# ---- design 1 ----
**Design 1: M3 wires**

Scale bar: 20 um. Cells faint in the background.
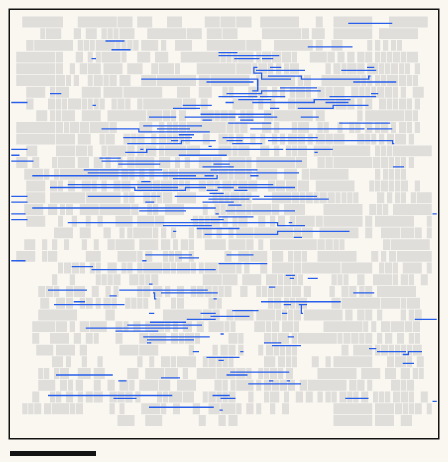
**Design 1: track usage over the die**

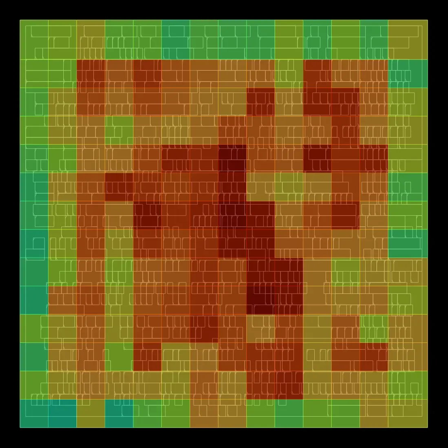
## src/rtl/alu_seq.sv

```systemverilog
// Sequential parametrised ALU: single-cycle logic/arithmetic ops, iterative
// shift/rotate (one bit per cycle) and shift-add multiply, with {Z,C,S,O} flags.
module alu_seq #(
    parameter int WIDTH = 8,
    parameter int SHW   = $clog2(WIDTH)
) (
    input  logic             Clk,
    input  logic             Rst_n,
    input  logic             Enable,
    input  logic             Start,
    input  logic [WIDTH-1:0] Operand1,
    input  logic [WIDTH-1:0] Operand2,
    input  logic [3:0]       Mode,
    input  logic [3:0]       Cflags,
    output logic             Ready,
    output logic             Done,
    output logic [WIDTH-1:0] Result,
    output logic [3:0]       Flags
);

    localparam int CW = SHW + 1;
    localparam logic [WIDTH-1:0] ONE = {{(WIDTH-1){1'b0}}, 1'b1};

    typedef enum logic [1:0] {
        IDLE  = 2'd0,
        SHIFT = 2'd1,
        MUL   = 2'd2,
        DONE  = 2'd3
    } state_t;

    state_t             state_r;
    state_t             state_nxt_s;
    logic               ready_r;
    logic               done_r;
    logic [WIDTH-1:0]   result_r;
    logic [3:0]         flags_r;
    logic [WIDTH-1:0]   a_r;
    logic [WIDTH-1:0]   b_r;
    logic [3:0]         mode_r;
    logic               cfo_r;
    logic [CW-1:0]      cnt_r;
    logic [2*WIDTH-1:0] prod_r;

    logic               accept_s;
    logic [SHW-1:0]     amt_s;
    logic               shift_mode_s;
    logic [WIDTH+1:0]   arith_s;
    logic [WIDTH-1:0]   qres_s;
    logic               qc_s;
    logic               qo_s;
    logic [3:0]         qflg_s;
    logic [WIDTH-1:0]   step_b_s;
    logic               step_out_s;
    logic [WIDTH:0]     madd_s;
    logic [2*WIDTH-1:0] mul_nxt_s;
    logic               mul_hi_s;
    logic               unused_s;

    // Returns {carry_or_borrow, overflow, result}; borrow is the top bit of the widened difference.
    function automatic logic [WIDTH+1:0] arith(input logic [WIDTH-1:0] x,
                                               input logic [WIDTH-1:0] y,
                                               input logic             sub);
        logic [WIDTH:0] r;
        logic           ov;
        if (sub) begin
            r  = {1'b0, x} - {1'b0, y};
            ov = (x[WIDTH-1] != y[WIDTH-1]) && (r[WIDTH-1] != x[WIDTH-1]);
        end else begin
            r  = {1'b0, x} + {1'b0, y};
            ov = (x[WIDTH-1] == y[WIDTH-1]) && (r[WIDTH-1] != x[WIDTH-1]);
        end
        return {r[WIDTH], ov, r[WIDTH-1:0]};
    endfunction

    assign accept_s     = Start & ready_r & Enable;
    assign amt_s        = Operand1[SHW-1:0];
    assign shift_mode_s = (Mode >= 4'd10) && (Mode <= 4'd14);
    assign unused_s     = ^{Cflags[3], Cflags[1]};

    assign Ready  = ready_r;
    assign Done   = done_r;
    assign Result = result_r;
    assign Flags  = flags_r;

    // State register; Enable low freezes the FSM.
    always_ff @(posedge Clk or negedge Rst_n) begin
        if (!Rst_n) begin
            state_r <= IDLE;
        end else if (Enable) begin
            state_r <= state_nxt_s;
        end else begin
            state_r <= state_r;
        end
    end

    // Next-state logic; the iterative states leave on the last counted step.
    always_comb begin
        state_nxt_s = state_r;
        case (state_r)
            IDLE: begin
                if (!accept_s) begin
                    state_nxt_s = IDLE;
                end else if (Mode == 4'd15) begin
                    state_nxt_s = MUL;
                end else if (shift_mode_s && (amt_s != {SHW{1'b0}})) begin
                    state_nxt_s = SHIFT;
                end else begin
                    state_nxt_s = DONE;
                end
            end
            SHIFT, MUL: begin
                if (cnt_r == CW'(1)) begin
                    state_nxt_s = DONE;
                end else begin
                    state_nxt_s = state_r;
                end
            end
            DONE:    state_nxt_s = IDLE;
            default: state_nxt_s = IDLE;
        endcase
    end

    // Single-cycle result and flags straight from the inputs at accept (zero-length shifts pass B).
    always_comb begin
        arith_s = {(WIDTH+2){1'b0}};
        qres_s  = Operand2;
        qc_s    = Cflags[2];
        qo_s    = Cflags[0];
        case (Mode)
            4'd0:    arith_s = arith(Operand1, Operand2, 1'b0);
            4'd1:    arith_s = arith(Operand1, Operand2, 1'b1);
            4'd7:    arith_s = arith(Operand2, Operand1, 1'b1);
            4'd8:    arith_s = arith(Operand1, ONE, 1'b0);
            4'd9:    arith_s = arith(Operand1, ONE, 1'b1);
            default: arith_s = {(WIDTH+2){1'b0}};
        endcase
        case (Mode)
            4'd0, 4'd1, 4'd7, 4'd8, 4'd9: begin
                qres_s = arith_s[WIDTH-1:0];
                qc_s   = arith_s[WIDTH+1];
                qo_s   = arith_s[WIDTH];
            end
            4'd2:    qres_s = Operand1;
            4'd3:    qres_s = Operand2;
            4'd4:    qres_s = Operand1 & Operand2;
            4'd5:    qres_s = Operand1 | Operand2;
            4'd6:    qres_s = Operand1 ^ Operand2;
            default: qres_s = Operand2;
        endcase
        qflg_s = {(qres_s == {WIDTH{1'b0}}), qc_s, qres_s[WIDTH-1], qo_s};
    end

    // One-bit shift/rotate step on the captured B and the bit it pushes out.
    always_comb begin
        step_b_s   = b_r;
        step_out_s = 1'b0;
        case (mode_r)
            4'd10: begin
                step_b_s   = {b_r[WIDTH-2:0], b_r[WIDTH-1]};
                step_out_s = b_r[WIDTH-1];
            end
            4'd11: begin
                step_b_s   = {b_r[0], b_r[WIDTH-1:1]};
                step_out_s = b_r[0];
            end
            4'd12: begin
                step_b_s   = {b_r[WIDTH-2:0], 1'b0};
                step_out_s = b_r[WIDTH-1];
            end
            4'd13: begin
                step_b_s   = {1'b0, b_r[WIDTH-1:1]};
                step_out_s = b_r[0];
            end
            4'd14: begin
                step_b_s   = {b_r[WIDTH-1], b_r[WIDTH-1:1]};
                step_out_s = b_r[0];
            end
            default: begin
                step_b_s   = b_r;
                step_out_s = 1'b0;
            end
        endcase
    end

    // Shift-add step: multiplier sits in the low half and is consumed LSB first.
    always_comb begin
        if (prod_r[0]) begin
            madd_s = {1'b0, prod_r[2*WIDTH-1:WIDTH]} + {1'b0, a_r};
        end else begin
            madd_s = {1'b0, prod_r[2*WIDTH-1:WIDTH]};
        end
        mul_nxt_s = {madd_s, prod_r[WIDTH-1:1]};
        mul_hi_s  = (mul_nxt_s[2*WIDTH-1:WIDTH] != {WIDTH{1'b0}});
    end

    // Operand capture, iteration registers and registered outputs.
    always_ff @(posedge Clk or negedge Rst_n) begin
        if (!Rst_n) begin
            ready_r  <= 1'b1;
            done_r   <= 1'b0;
            result_r <= {WIDTH{1'b0}};
            flags_r  <= 4'b0000;
            a_r      <= {WIDTH{1'b0}};
            b_r      <= {WIDTH{1'b0}};
            mode_r   <= 4'd0;
            cfo_r    <= 1'b0;
            cnt_r    <= {CW{1'b0}};
            prod_r   <= {(2*WIDTH){1'b0}};
        end else if (Enable) begin
            ready_r <= (state_nxt_s == IDLE);
            done_r  <= (state_nxt_s == DONE);
            case (state_r)
                IDLE: begin
                    if (accept_s) begin
                        a_r    <= Operand1;
                        b_r    <= Operand2;
                        mode_r <= Mode;
                        cfo_r  <= Cflags[0];
                        prod_r <= {{WIDTH{1'b0}}, Operand2};
                        cnt_r  <= (Mode == 4'd15) ? CW'(WIDTH) : {1'b0, amt_s};
                        if (state_nxt_s == DONE) begin
                            result_r <= qres_s;
                            flags_r  <= qflg_s;
                        end
                    end
                end
                SHIFT: begin
                    b_r   <= step_b_s;
                    cnt_r <= cnt_r - CW'(1);
                    if (cnt_r == CW'(1)) begin
                        result_r <= step_b_s;
                        flags_r  <= {(step_b_s == {WIDTH{1'b0}}), step_out_s,
                                     step_b_s[WIDTH-1], cfo_r};
                    end
                end
                MUL: begin
                    prod_r <= mul_nxt_s;
                    cnt_r  <= cnt_r - CW'(1);
                    if (cnt_r == CW'(1)) begin
                        result_r <= mul_nxt_s[WIDTH-1:0];
                        flags_r  <= {(mul_nxt_s[WIDTH-1:0] == {WIDTH{1'b0}}), mul_hi_s,
                                     mul_nxt_s[WIDTH-1], mul_hi_s};
                    end
                end
                default: ;
            endcase
        end
    end

endmodule

```

## config.mk

```make
export PLATFORM = sky130hd
export DESIGN_NAME = alu_seq
export DESIGN_NICKNAME = d
export VERILOG_FILES = /design/src/rtl/alu_seq.sv
export SDC_FILE = /design/constraint.sdc
export NUM_CORES = 1
export LEC_CHECK = 0
export ABC_AREA = 1
export CAP_MARGIN = 20
export CORE_MARGIN = 1
export CORE_UTILIZATION = 59
export CTS_CLUSTER_SIZE = 14
export DETAILED_ROUTE_END_ITERATION = 16
export GPL_TIMING_DRIVEN = 0
export PLACE_DENSITY = 0.8
export SLEW_MARGIN = 0
export SYNTH_ARGS = -nofsm -noshare
export SYNTH_HDL_FRONTEND = slang
export SYNTH_SLANG_ARGS = --single-unit
```

## constraint.sdc

```tcl
create_clock -name Clk -period 2.4 [get_ports Clk]
set_input_delay 0.48 -clock Clk [delete_from_list [all_inputs] [get_ports Clk]]
set_output_delay 0.48 -clock Clk [all_outputs]
set_load 0.03 [all_outputs]
```

==> results.cfg <==
; synthesis and place-and-route metrics
[routing]
wl_met2_um = 8420
dr.pass1.iters = 6
top_layer = met4

[yosys]
xor_share_pct = 0.940
synth.area.top_cells = dfrtp_1 (25%), nand2_1 (16%), ha_1 (12%)
ff_type = dfrtp_1
yosysTopAreaCell = dfrtp_1
edf_count = 0

[final_layout]
largest_cell_class = logic gates
syn_to_final_growth_pct = 17.9
drive_above_1_share_pct = 14.7
layout_top_cell = nand2_1

[status]
status = finished, final reports clean

[pwr]
intPower_mw = 2.84
netSwitchingPower_mw = 2.62
seq_power_share_pct = 31.2

[setup_path]
critPathKind = in2reg
crit_family = simple AND/OR/NAND/NOR gates

[sta]
hold_viol_final = 0
timing.final.crit_share_pct = 95.5
period_needed_ns = 2.29
worst_slew_pin_slew_ns = 0.537
fin_setup_tns_ns = 0
whs_ns = 0.0765

[floorplan]
pin_count = 42
chipArea_sq_um = 9870
fp_util_pct = 60.8
die_h_um = 99.3

[global_routing]
grt_pass1_vias = 5774
antenna_found_initial = 0
grt_pass1_wl_um = 28700

[clock_network]
clock_path_buffers = 2
Notes on 'M3 wires' of design 1 above:
main direction: horizontal
share of all routed wire: 9.1%
nets with wire on the layer: 132
drt total wl: 18300 um
GR Layer Usage met3: 4.85%
Vias: 6341

Notes on 'track usage over the die' of design 1 above:
routing usage on met2: 62.0%
GR peak layer: met2
WL/cell: 17.6 um
Final Core Density: 71.6%
gr usage total: 37.5%

## cell usage after synthesis (2+ instances only)
master	n
a21oi_1	45
a22o_1	7
a22oi_1	7
a31oi_1	12
buf_2	7
buf_4	5
clkbuf_1	11
dfrtp_1	55
fa_1	4
ha_1	52
inv_1	93
inv_2	5
nand2_1	231
nand2_2	5
nand3_1	91
nand3b_1	4
nand4_1	16
nor2_1	79
nor2_2	7
nor3_1	12
nor3_2	2
nor4_1	3
o21a_1	2
o21ai_0	63
o21ai_1	3
o21ai_2	2
o21bai_1	2
o22ai_1	11
or2_2	3
xnor2_1	4
xor2_1	2
## worst paths after layout
| path | slack [ns] | end | cells after the start | start |
|---|---|---|---|---|
| hold / removal | 0.08 | prod_r[14] | 1 | Rst_n |
| max in group asynchronous | 1.72 | Ready | 2 | Rst_n |
| min in group Clk | 0.50 | Done | 2 | Done |
| hold reg to reg | 0.50 | Done | 2 | Done |
| setup reg to reg | 0.15 | Flags[3] | 11 | state_r[1] |
| setup / recovery | 0.11 | Flags[3] | 15 | Operand1[0] |
## timing repair
action	in CTS	in global routing
pin swaps	4	13
setup buffers	10	7
gates resized	79	77
endpoints found under the setup margin	14	28

# ---- design 2 ----
[src/rtl/mux_8way1bit_serializer_pkg.sv]
// Shared types and constants for the 8-way 1-bit serializer.
package mux_serializer_pkg;

    localparam int FRAME_BITS = 8;
    localparam int SEL_W      = 3;

    localparam logic [SEL_W-1:0] SEL_LAST = SEL_W'(FRAME_BITS - 1);

    typedef enum logic [1:0] {
        IDLE   = 2'd0,
        SHIFT  = 2'd1,
        PARITY = 2'd2
    } state_e;

endpackage

[src/rtl/mux_8way1bit_serializer_mux.sv]
// Combinational 8:1 single-bit multiplexer; picks data_i[sel_i].
import mux_serializer_pkg::*;

module mux_8way1bit (
    input  logic [FRAME_BITS-1:0] data_i,
    input  logic [SEL_W-1:0]      sel_i,
    output logic                  bit_o
);

    // Pure select, no state.
    always_comb begin
        bit_o = data_i[sel_i];
    end

endmodule

[src/rtl/mux_8way1bit_serializer.sv]
// 8-channel to 1-bit serializer: captures an 8-bit frame on load and
// shifts it out LSB channel first, one bit per clk, all outputs registered.
// Optional build macro PARITY_EN appends one even-parity bit to each frame.
//
// state  | meaning
// -------+-------------------------------------------------------------
// IDLE   | ready=1, out at OUT_IDLE; a load here captures a new frame
// SHIFT  | out = held[sel], sel walks 0..7
// PARITY | (PARITY_EN only) out = XOR of held bits, sel stays 7, done=1
import mux_serializer_pkg::*;

module mux_8way1bit_serializer #(
    parameter logic OUT_IDLE = 1'b0
) (
    input  logic                  clk,
    input  logic                  rst_n,
    input  logic [FRAME_BITS-1:0] in,
    input  logic                  load,
    output logic                  ready,
    output logic                  out,
    output logic [SEL_W-1:0]      sel,
    output logic                  valid,
    output logic                  done
);

    state_e                  state_q, state_d;
    logic [FRAME_BITS-1:0]   held_q,  held_d;
    logic [SEL_W-1:0]        sel_q,   sel_d;
    logic                    out_q,   out_d;
    logic                    valid_q, valid_d;
    logic                    done_q,  done_d;
    logic                    ready_q, ready_d;
    logic                    par_d;
    logic                    mux_bit;

    // Select the bit that will be on out next cycle, so out stays a register.
    mux_8way1bit u_mux (
        .data_i (held_d),
        .sel_i  (sel_d),
        .bit_o  (mux_bit)
    );

    // Next-state, next-held-frame and next-output control decode.
    always_comb begin
        state_d = state_q;
        held_d  = held_q;
        sel_d   = '0;
        valid_d = 1'b0;
        done_d  = 1'b0;
        ready_d = 1'b0;
        par_d   = 1'b0;

        case (state_q)
            IDLE: begin
                ready_d = 1'b1;
                if (load) begin
                    held_d  = in;
                    sel_d   = '0;
                    valid_d = 1'b1;
                    ready_d = 1'b0;
                    state_d = SHIFT;
                end
            end

            SHIFT: begin
                if (sel_q == SEL_LAST) begin
`ifdef PARITY_EN
                    state_d = PARITY;
                    sel_d   = sel_q;
                    valid_d = 1'b1;
                    done_d  = 1'b1;
                    par_d   = 1'b1;
`else
                    state_d = IDLE;
                    ready_d = 1'b1;
`endif
                end else begin
                    state_d = SHIFT;
                    sel_d   = sel_q + 1'b1;
                    valid_d = 1'b1;
`ifndef PARITY_EN
                    // Without a parity bit the last data bit closes the frame.
                    done_d  = (sel_d == SEL_LAST);
`endif
                end
            end

`ifdef PARITY_EN
            PARITY: begin
                state_d = IDLE;
                ready_d = 1'b1;
            end
`endif

            default: begin
                state_d = IDLE;
                ready_d = 1'b1;
            end
        endcase
    end

    // Next serial bit: idle level, data bit from the mux, or the parity bit.
    always_comb begin
        out_d = OUT_IDLE;
        if (valid_d) begin
            out_d = par_d ? ^held_q : mux_bit;
        end
    end

    // State and output registers; reset discards any frame in flight.
    always_ff @(posedge clk or negedge rst_n) begin
        if (!rst_n) begin
            state_q <= IDLE;
            held_q  <= '0;
            sel_q   <= '0;
            out_q   <= OUT_IDLE;
            valid_q <= 1'b0;
            done_q  <= 1'b0;
            ready_q <= 1'b1;
        end else begin
            state_q <= state_d;
            held_q  <= held_d;
            sel_q   <= sel_d;
            out_q   <= out_d;
            valid_q <= valid_d;
            done_q  <= done_d;
            ready_q <= ready_d;
        end
    end

    assign ready = ready_q;
    assign out   = out_q;
    assign sel   = sel_q;
    assign valid = valid_q;
    assign done  = done_q;

endmodule

[config.mk]
export PLATFORM = sky130hd
export DESIGN_NAME = mux_8way1bit_serializer
export DESIGN_NICKNAME = d
export VERILOG_FILES = /design/src/rtl/mux_8way1bit_serializer_pkg.sv /design/src/rtl/mux_8way1bit_serializer_mux.sv /design/src/rtl/mux_8way1bit_serializer.sv
export SDC_FILE = /design/constraint.sdc
export NUM_CORES = 1
export LEC_CHECK = 0
export CAP_MARGIN = 30
export CORE_MARGIN = 3
export CORE_UTILIZATION = 46
export DETAILED_ROUTE_END_ITERATION = 10
export PLACE_DENSITY = 0.73
export RECOVER_POWER = 25
export SLEW_MARGIN = 30
export SYNTH_ARGS = -nofsm -noshare
export SYNTH_HDL_FRONTEND = slang
export SYNTH_HIERARCHICAL = 1
export SYNTH_SLANG_ARGS = --single-unit
export TNS_END_PERCENT = 10
[constraint.sdc]
create_clock -name clk -period 2.43 [get_ports clk]
set_clock_uncertainty 0.15 [all_clocks]
set_input_delay 0.486 -clock clk [delete_from_list [all_inputs] [get_ports clk]]
set_output_delay 0.486 -clock clk [all_outputs]
set_load 0.1 [all_outputs]
**Design 2: supply network**

Pins as bars on the die edge.
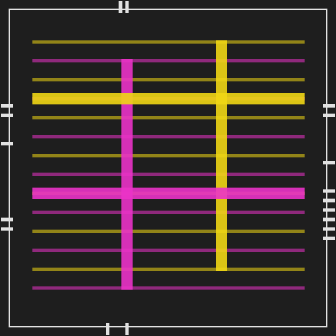
[magenta] VSS
[yellow] VDD
met4 straps: 2
met5 straps: 2
met1 rails: 14
signal pins: 18
core box area: 1380 sq um
Die Y: 45.4 um
Die Wd: 45.4 um

**Design 2: logic cells by family**

Scale bar: 10 um.
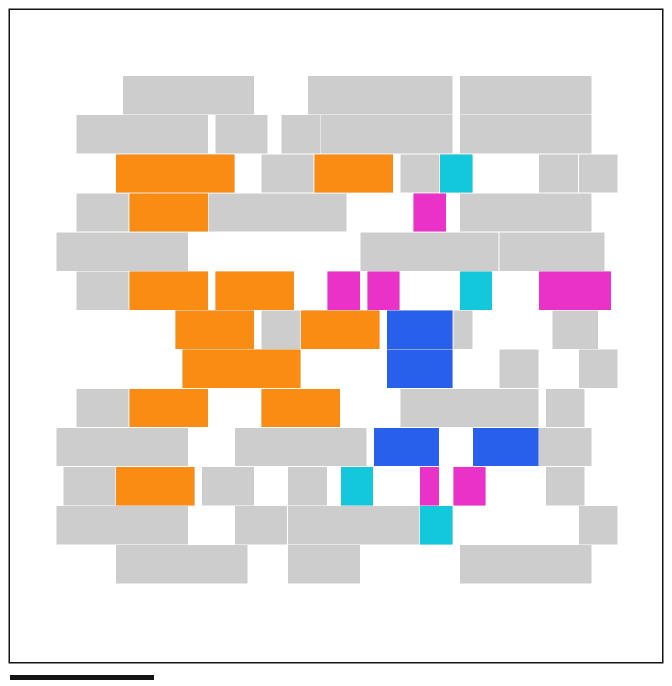
[blue] adder and majority cells | cells: 4
[magenta] NOR gates | cells: 6
[cyan] AND and OR gates | cells: 4
[orange] multiplexers | cells: 11
fraction of area in multi-input gates: 31.6%
most used logic cell in the final layout: dfrtp_1
final cell count without fillers: 81

==> results.cfg <==
; synthesis and place-and-route metrics
[status]
status = finished, final reports clean

[hold_path]
hold_path_depth = 1

[yosys]
top_cell = dfrtp_1
yosys_cells = 44
fp_nets = 59

[routing]
drtIter0Drc = 0

[sta]
whs_ns = 0.353
period_needed_ns = 2.26

[global_routing]
grt-ovfl-total = 0

[clock_network]
clk_latency_ns = 0.28
numCtsBuffers = 3

[setup_path]
crit_family = multiplexers

[final_layout]
fillerInstances = 104
**Design 2: track usage over the die**

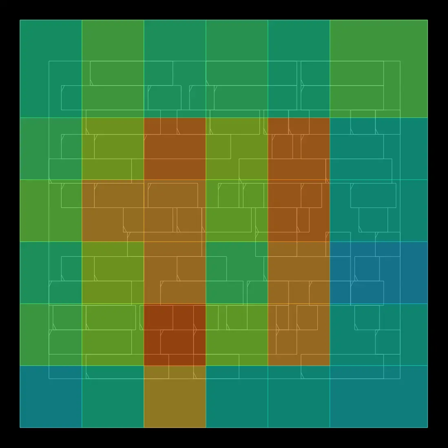
Final Core Density: 70.0%
routing usage on met2: 23.4%
gr usage total: 14.6%
met1 Resource Use GR: 18.4%
GR Layer Usage met3: 2.37%

registers in the layout (all words and copies together) (netlist names):
register	flops
state_q	1
valid	1
out	1
sel	3
held_q	8
done	1
ready	1
per-layer routing:
metal	GRT usage, %	vias to the layer above	wire [um]
met5	0	-	0
met3	2.37	2	85
met4	8.77	0	6
li1	-	195	-
met1	18.4	196	568
met2	23.4	14	593
repair_timing:
action	in CTS	in global routing
hold buffers	0	0
setup endpoints to repair	1	0
gates resized	8	0
hold endpoints to repair	0	0
final cells by class:
type / count / area, sq um / area share, %
Inverter: 1 / 3.75 / 0.388
Multi-Input combinational cell: 26 / 305 / 31.6
Sequential cell: 16 / 404 / 41.8
Clock buffer: 4 / 36.3 / 3.75
Timing Repair Buffer: 19 / 199 / 20.6
Tap cell: 15 / 18.8 / 1.94

# ---- design 3 ----
<file path="config.mk">
export PLATFORM = sky130hd
export DESIGN_NAME = calc_sequencer
export DESIGN_NICKNAME = d
export VERILOG_FILES = /design/src/rtl/calc_pkg.sv /design/src/rtl/seq_multiplier.sv /design/src/rtl/calc_sequencer.sv
export SDC_FILE = /design/constraint.sdc
export NUM_CORES = 1
export LEC_CHECK = 0
export CORE_ASPECT_RATIO = 1.2
export CORE_UTILIZATION = 66
export DETAILED_ROUTE_END_ITERATION = 16
export DONT_BUFFER_PORTS = 1
export GPL_ROUTABILITY_DRIVEN = 0
export GPL_TIMING_DRIVEN = 0
export PLACE_DENSITY = 0.9
export RECOVER_POWER = 50
export SETUP_SLACK_MARGIN = 0.5
export SLEW_MARGIN = 20
export SYNTH_ARGS = -nofsm -noshare
export SYNTH_HDL_FRONTEND = slang
export SYNTH_SLANG_ARGS = --single-unit
</file>
<file path="constraint.sdc">
create_clock -name clock -period 7.2 [get_ports clock]
set_input_delay 1.8 -clock clock [delete_from_list [all_inputs] [get_ports clock]]
set_output_delay 1.8 -clock clock [all_outputs]
set_load 0.02 [all_outputs]
</file>
<file path="src/rtl/calc_pkg.sv">
// Shared definitions for the RPN calculator keypad sequencer: key ids,
// sequencer states and the keypad digit decode.
package calc_pkg;

  localparam logic [3:0] KEY_1     = 4'h0;
  localparam logic [3:0] KEY_4     = 4'h1;
  localparam logic [3:0] KEY_7     = 4'h2;
  localparam logic [3:0] KEY_0     = 4'h3;
  localparam logic [3:0] KEY_2     = 4'h4;
  localparam logic [3:0] KEY_5     = 4'h5;
  localparam logic [3:0] KEY_8     = 4'h6;
  localparam logic [3:0] KEY_3     = 4'h8;
  localparam logic [3:0] KEY_6     = 4'h9;
  localparam logic [3:0] KEY_9     = 4'hA;
  localparam logic [3:0] KEY_ENTER = 4'hC;
  localparam logic [3:0] KEY_ADD   = 4'hD;
  localparam logic [3:0] KEY_SUB   = 4'hE;
  localparam logic [3:0] KEY_MUL   = 4'hF;

  typedef enum logic [2:0] {
    IDLE,
    DEBOUNCE,
    DISPATCH,
    MUL,
    COMMIT,
    RELEASE
  } seq_state_t;

  function automatic logic key_is_digit(input logic [3:0] id);
    case (id)
      KEY_0, KEY_1, KEY_2, KEY_3, KEY_4,
      KEY_5, KEY_6, KEY_7, KEY_8, KEY_9: return 1'b1;
      default:                           return 1'b0;
    endcase
  endfunction

  // Ids are laid out by keypad column, so the digit value is not the id.
  function automatic logic [3:0] key_digit(input logic [3:0] id);
    case (id)
      KEY_1:   return 4'd1;
      KEY_2:   return 4'd2;
      KEY_3:   return 4'd3;
      KEY_4:   return 4'd4;
      KEY_5:   return 4'd5;
      KEY_6:   return 4'd6;
      KEY_7:   return 4'd7;
      KEY_8:   return 4'd8;
      KEY_9:   return 4'd9;
      default: return 4'd0;
    endcase
  endfunction

endpackage

</file>
<file path="src/rtl/seq_multiplier.sv">
// Iterative shift-add multiplier: WIDTH cycles per product, low WIDTH bits kept.
// done is high during the final iteration, with product already holding the result.
module seq_multiplier #(
  parameter int WIDTH = 32
) (
  input  logic             clock,
  input  logic             reset,
  input  logic             clear,
  input  logic             start,
  input  logic [WIDTH-1:0] multiplicand,
  input  logic [WIDTH-1:0] multiplier,
  output logic             done,
  output logic [WIDTH-1:0] product
);

  localparam int ITER_W = $clog2(WIDTH);
  localparam logic [ITER_W-1:0] ITER_LAST = ITER_W'(WIDTH - 1);

  logic [WIDTH-1:0]  mcand_reg;
  logic [WIDTH-1:0]  mplier_reg;
  logic [WIDTH-1:0]  acc_reg;
  logic [ITER_W-1:0] iter_reg;
  logic              running_reg;
  logic [WIDTH-1:0]  addend;

  assign addend  = mplier_reg[0] ? mcand_reg : '0;
  assign product = acc_reg + addend;
  assign done    = running_reg && (iter_reg == ITER_LAST);

  always_ff @(posedge clock or posedge reset) begin
    if (reset) begin
      mcand_reg   <= '0;
      mplier_reg  <= '0;
      acc_reg     <= '0;
      iter_reg    <= '0;
      running_reg <= 1'b0;
    end else if (clear) begin
      mcand_reg   <= '0;
      mplier_reg  <= '0;
      acc_reg     <= '0;
      iter_reg    <= '0;
      running_reg <= 1'b0;
    end else if (start) begin
      mcand_reg   <= multiplicand;
      mplier_reg  <= multiplier;
      acc_reg     <= '0;
      iter_reg    <= '0;
      running_reg <= 1'b1;
    end else if (running_reg) begin
      acc_reg    <= product;
      mcand_reg  <= mcand_reg << 1;
      mplier_reg <= mplier_reg >> 1;
      iter_reg   <= iter_reg + 1'b1;
      if (done) running_reg <= 1'b0;
    end
  end

endmodule

</file>
<file path="src/rtl/calc_sequencer.sv">
// Keypad-to-stack command sequencer: debounces key presses and issues one
// registered push/pop/write command per press, with an iterative multiply.
module calc_sequencer
  import calc_pkg::*;
#(
  parameter int DEBOUNCE_CYCLES = 500000,
  parameter int WIDTH           = 32,
  parameter int COUNT_W         = 6
) (
  input  logic               clock,
  input  logic               reset,
  input  logic [4:0]         key,
  input  logic [WIDTH-1:0]   top,
  input  logic [WIDTH-1:0]   next,
  input  logic [COUNT_W-1:0] count,
  input  logic               stack_error,
  output logic               push,
  output logic               pop,
  output logic               write,
  output logic [WIDTH-1:0]   value,
  output logic               busy,
  output logic               op_error
);

  localparam int CNT_W = $clog2(DEBOUNCE_CYCLES);
  localparam logic [CNT_W-1:0] CNT_LAST = CNT_W'(DEBOUNCE_CYCLES - 1);

  seq_state_t       state_reg, state_next;
  logic [3:0]       code_reg, code_next;
  logic [CNT_W-1:0] cnt_reg, cnt_next;
  logic             push_reg, push_next;
  logic             pop_reg, pop_next;
  logic             write_reg, write_next;
  logic             op_error_reg, op_error_next;
  logic             busy_reg;
  logic [WIDTH-1:0] value_reg, value_next;

  logic             mul_start;
  logic             mul_clear;
  logic             mul_done;
  logic [WIDTH-1:0] mul_product;
  logic             have_two;

  assign have_two = (count >= COUNT_W'(2));

  seq_multiplier #(
    .WIDTH(WIDTH)
  ) u_mul (
    .clock       (clock),
    .reset       (reset),
    .clear       (mul_clear),
    .start       (mul_start),
    .multiplicand(next),
    .multiplier  (top),
    .done        (mul_done),
    .product     (mul_product)
  );

  always_comb begin
    state_next    = state_reg;
    code_next     = code_reg;
    cnt_next      = cnt_reg;
    push_next     = 1'b0;
    pop_next      = 1'b0;
    write_next    = 1'b0;
    op_error_next = 1'b0;
    value_next    = value_reg;
    mul_start     = 1'b0;
    mul_clear     = 1'b0;

    case (state_reg)
      IDLE: begin
        mul_clear = 1'b1;
        if (key[4]) begin
          code_next  = key[3:0];
          cnt_next   = '0;
          state_next = DEBOUNCE;
        end
      end

      DEBOUNCE: begin
        if (key != {1'b1, code_reg}) begin
          state_next = IDLE;
        end else if (cnt_reg == CNT_LAST) begin
          state_next = DISPATCH;
        end else begin
          cnt_next = cnt_reg + 1'b1;
        end
      end

      DISPATCH: begin
        state_next = RELEASE;
        cnt_next   = '0;
        if (!stack_error) begin
          if (key_is_digit(code_reg)) begin
            write_next = 1'b1;
            value_next = (top << 3) + (top << 1) + WIDTH'(key_digit(code_reg));
          end else begin
            case (code_reg)
              KEY_ENTER: push_next = 1'b1;
              KEY_ADD, KEY_SUB: begin
                if (have_two) begin
                  pop_next   = 1'b1;
                  write_next = 1'b1;
                  value_next = (code_reg == KEY_ADD) ? next + top : next - top;
                end else begin
                  op_error_next = 1'b1;
                end
              end
              KEY_MUL: begin
                if (have_two) begin
                  mul_start  = 1'b1;
                  state_next = MUL;
                end else begin
                  op_error_next = 1'b1;
                end
              end
              default: ;
            endcase
          end
        end
      end

      // Strobes are registered on the last iteration so they show during COMMIT.
      MUL: begin
        if (mul_done) begin
          pop_next   = 1'b1;
          write_next = 1'b1;
          value_next = mul_product;
          state_next = COMMIT;
        end
      end

      COMMIT: begin
        state_next = RELEASE;
        cnt_next   = '0;
      end

      RELEASE: begin
        if (key[4]) begin
          cnt_next = '0;
        end else if (cnt_reg == CNT_LAST) begin
          state_next = IDLE;
        end else begin
          cnt_next = cnt_reg + 1'b1;
        end
      end

      default: state_next = IDLE;
    endcase
  end

  always_ff @(posedge clock or posedge reset) begin
    if (reset) begin
      state_reg    <= IDLE;
      code_reg     <= '0;
      cnt_reg      <= '0;
      push_reg     <= 1'b0;
      pop_reg      <= 1'b0;
      write_reg    <= 1'b0;
      op_error_reg <= 1'b0;
      busy_reg     <= 1'b0;
      value_reg    <= '0;
    end else begin
      state_reg    <= state_next;
      code_reg     <= code_next;
      cnt_reg      <= cnt_next;
      push_reg     <= push_next;
      pop_reg      <= pop_next;
      write_reg    <= write_next;
      op_error_reg <= op_error_next;
      busy_reg     <= (state_next != IDLE);
      value_reg    <= value_next;
    end
  end

  assign push     = push_reg;
  assign pop      = pop_reg;
  assign write    = write_reg;
  assign op_error = op_error_reg;
  assign busy     = busy_reg;
  assign value    = value_reg;

endmodule
</file>
**Design 3: track usage over the die**

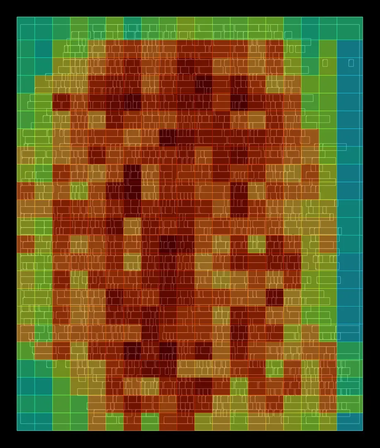
met1 Resource Use GR: 45.8%
Final Core Density: 72.7%
gr usage total: 39.1%
GR Layer Usage met3: 9.19%

**Design 3: M3 wires**

Scale bar: 50 um. Cells faint in the background.
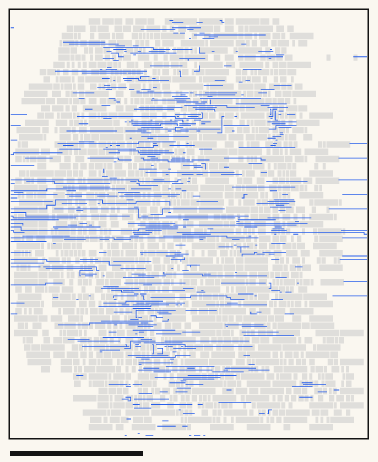
wire length on this layer: 4090 um
longest straight run: 70.2 um
main direction: horizontal
Vias: 13166
drt total wl: 41300 um

==> results.cfg <==
; synthesis and place-and-route metrics
[pwr]
vdd_ir_drop_max_uv = 193

[placement]
placed_cell_area_sq_um = 14200

[sta]
finalSetupViolCount = 0
maxSlewViolCount = 168

[final_layout]
drive_above_1_share_pct = 3.42

[setup_path]
crit_slowest_cell = a2111oi_0
required_ns = 7.60

[yosys]
synth_adder_area_share_pct = 12.6
yosys_cells = 1605
synth_top_area_share_pct = 29.8
yosysUniqueCellTypes = 72

[floorplan]
coreArea_sq_um = 20400

[routing]
wl_met2_um = 19100
vias_per_cell = 6.92
postRouteAntennaNets = 0
drc = 0

[run]
maxCapViolations = 2

[clock_network]
numClockSinks = 165
clock_path_buffers = 2

[status]
status = complete, but fails checks
violations = capacitance limit, slew limit

[global_routing]
busiest_layer = met2
grt_pass1_wl_um = 65500
**Design 3: logic cells by family**

Scale bar: 50 um.
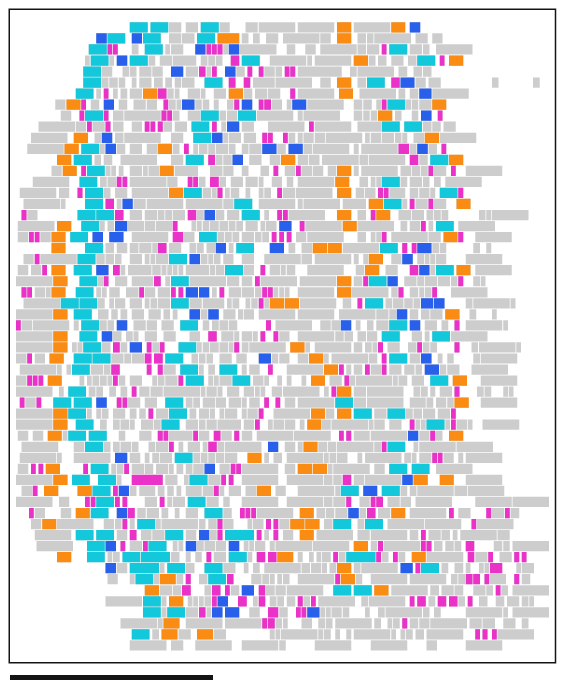
[orange] multiplexers | cells: 98 | where: widely spread
[blue] AND-OR and OR-AND gates | cells: 73
[cyan] adder and majority cells | cells: 137
[magenta] NOR gates | cells: 255 | where: widely spread

cells by family (layout without fill, tap and decap cells):
family                     Yosys count  after routing
xor gates and xnor gates           133            133
buffers and inverters              106            139
muxes                               98             98
AOI/OAI and AO/OA                  461            461
adders and majority gates          137            137
and+or+nand+nor                    505            505
DFF                                165            165
layout make-up:
type / count / share of cell area, %
clock buffer: 17 / 2.87
inverter: 33 / 0.844
sequential: 165 / 27.9
timing repair buffer: 1 / 0.0338
multi-input combinational: 1334 / 62.8
clock inverter: 15 / 1.47
buffer: 73 / 1.87
tap: 265 / 2.24
worst paths after layout:
check | start | endpoint | slack [ns] | cells after the start
worst max register to register | code_reg[1] | value[28] | 1.97 | 18
max in group asynchronous | reset | u_mul.mplier_reg[1] | 1.88 | 2
worst min register to register | cnt_reg[18] | cnt_reg[18] | 0.49 | 1
worst max-delay path | top[2] | value[27] | 1.07 | 18
worst min-delay path | cnt_reg[18] | cnt_reg[18] | 0.49 | 1
min in group asynchronous | reset | u_mul.acc_reg[27] | 1.93 | 1


==> screenshots <==
Metal 1.
panel A
Scale bar: 20 um. Supply wires on this layer in gray.
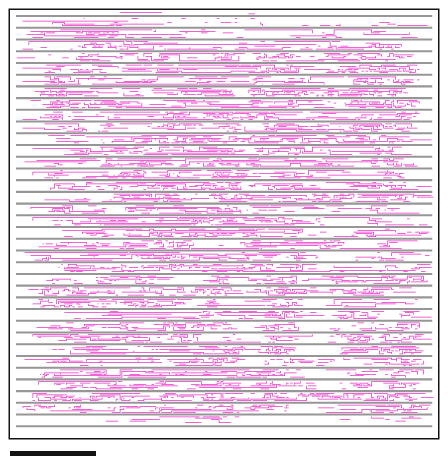
panel B
Scale bar: 50 um. Supply wires on this layer in gray.
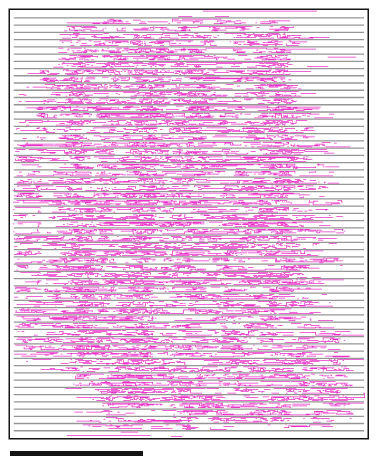
panel C
Scale bar: 10 um. Supply wires on this layer in gray.
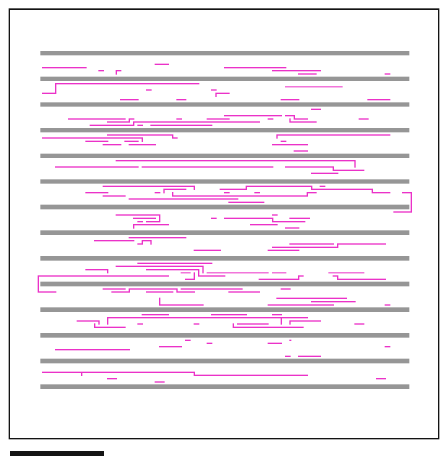
| picture | from |
|---|---|
| panel B | design 3 |
| panel C | design 2 |
| panel A | design 1 |

Power is estimated from default activity; no workload was simulated.
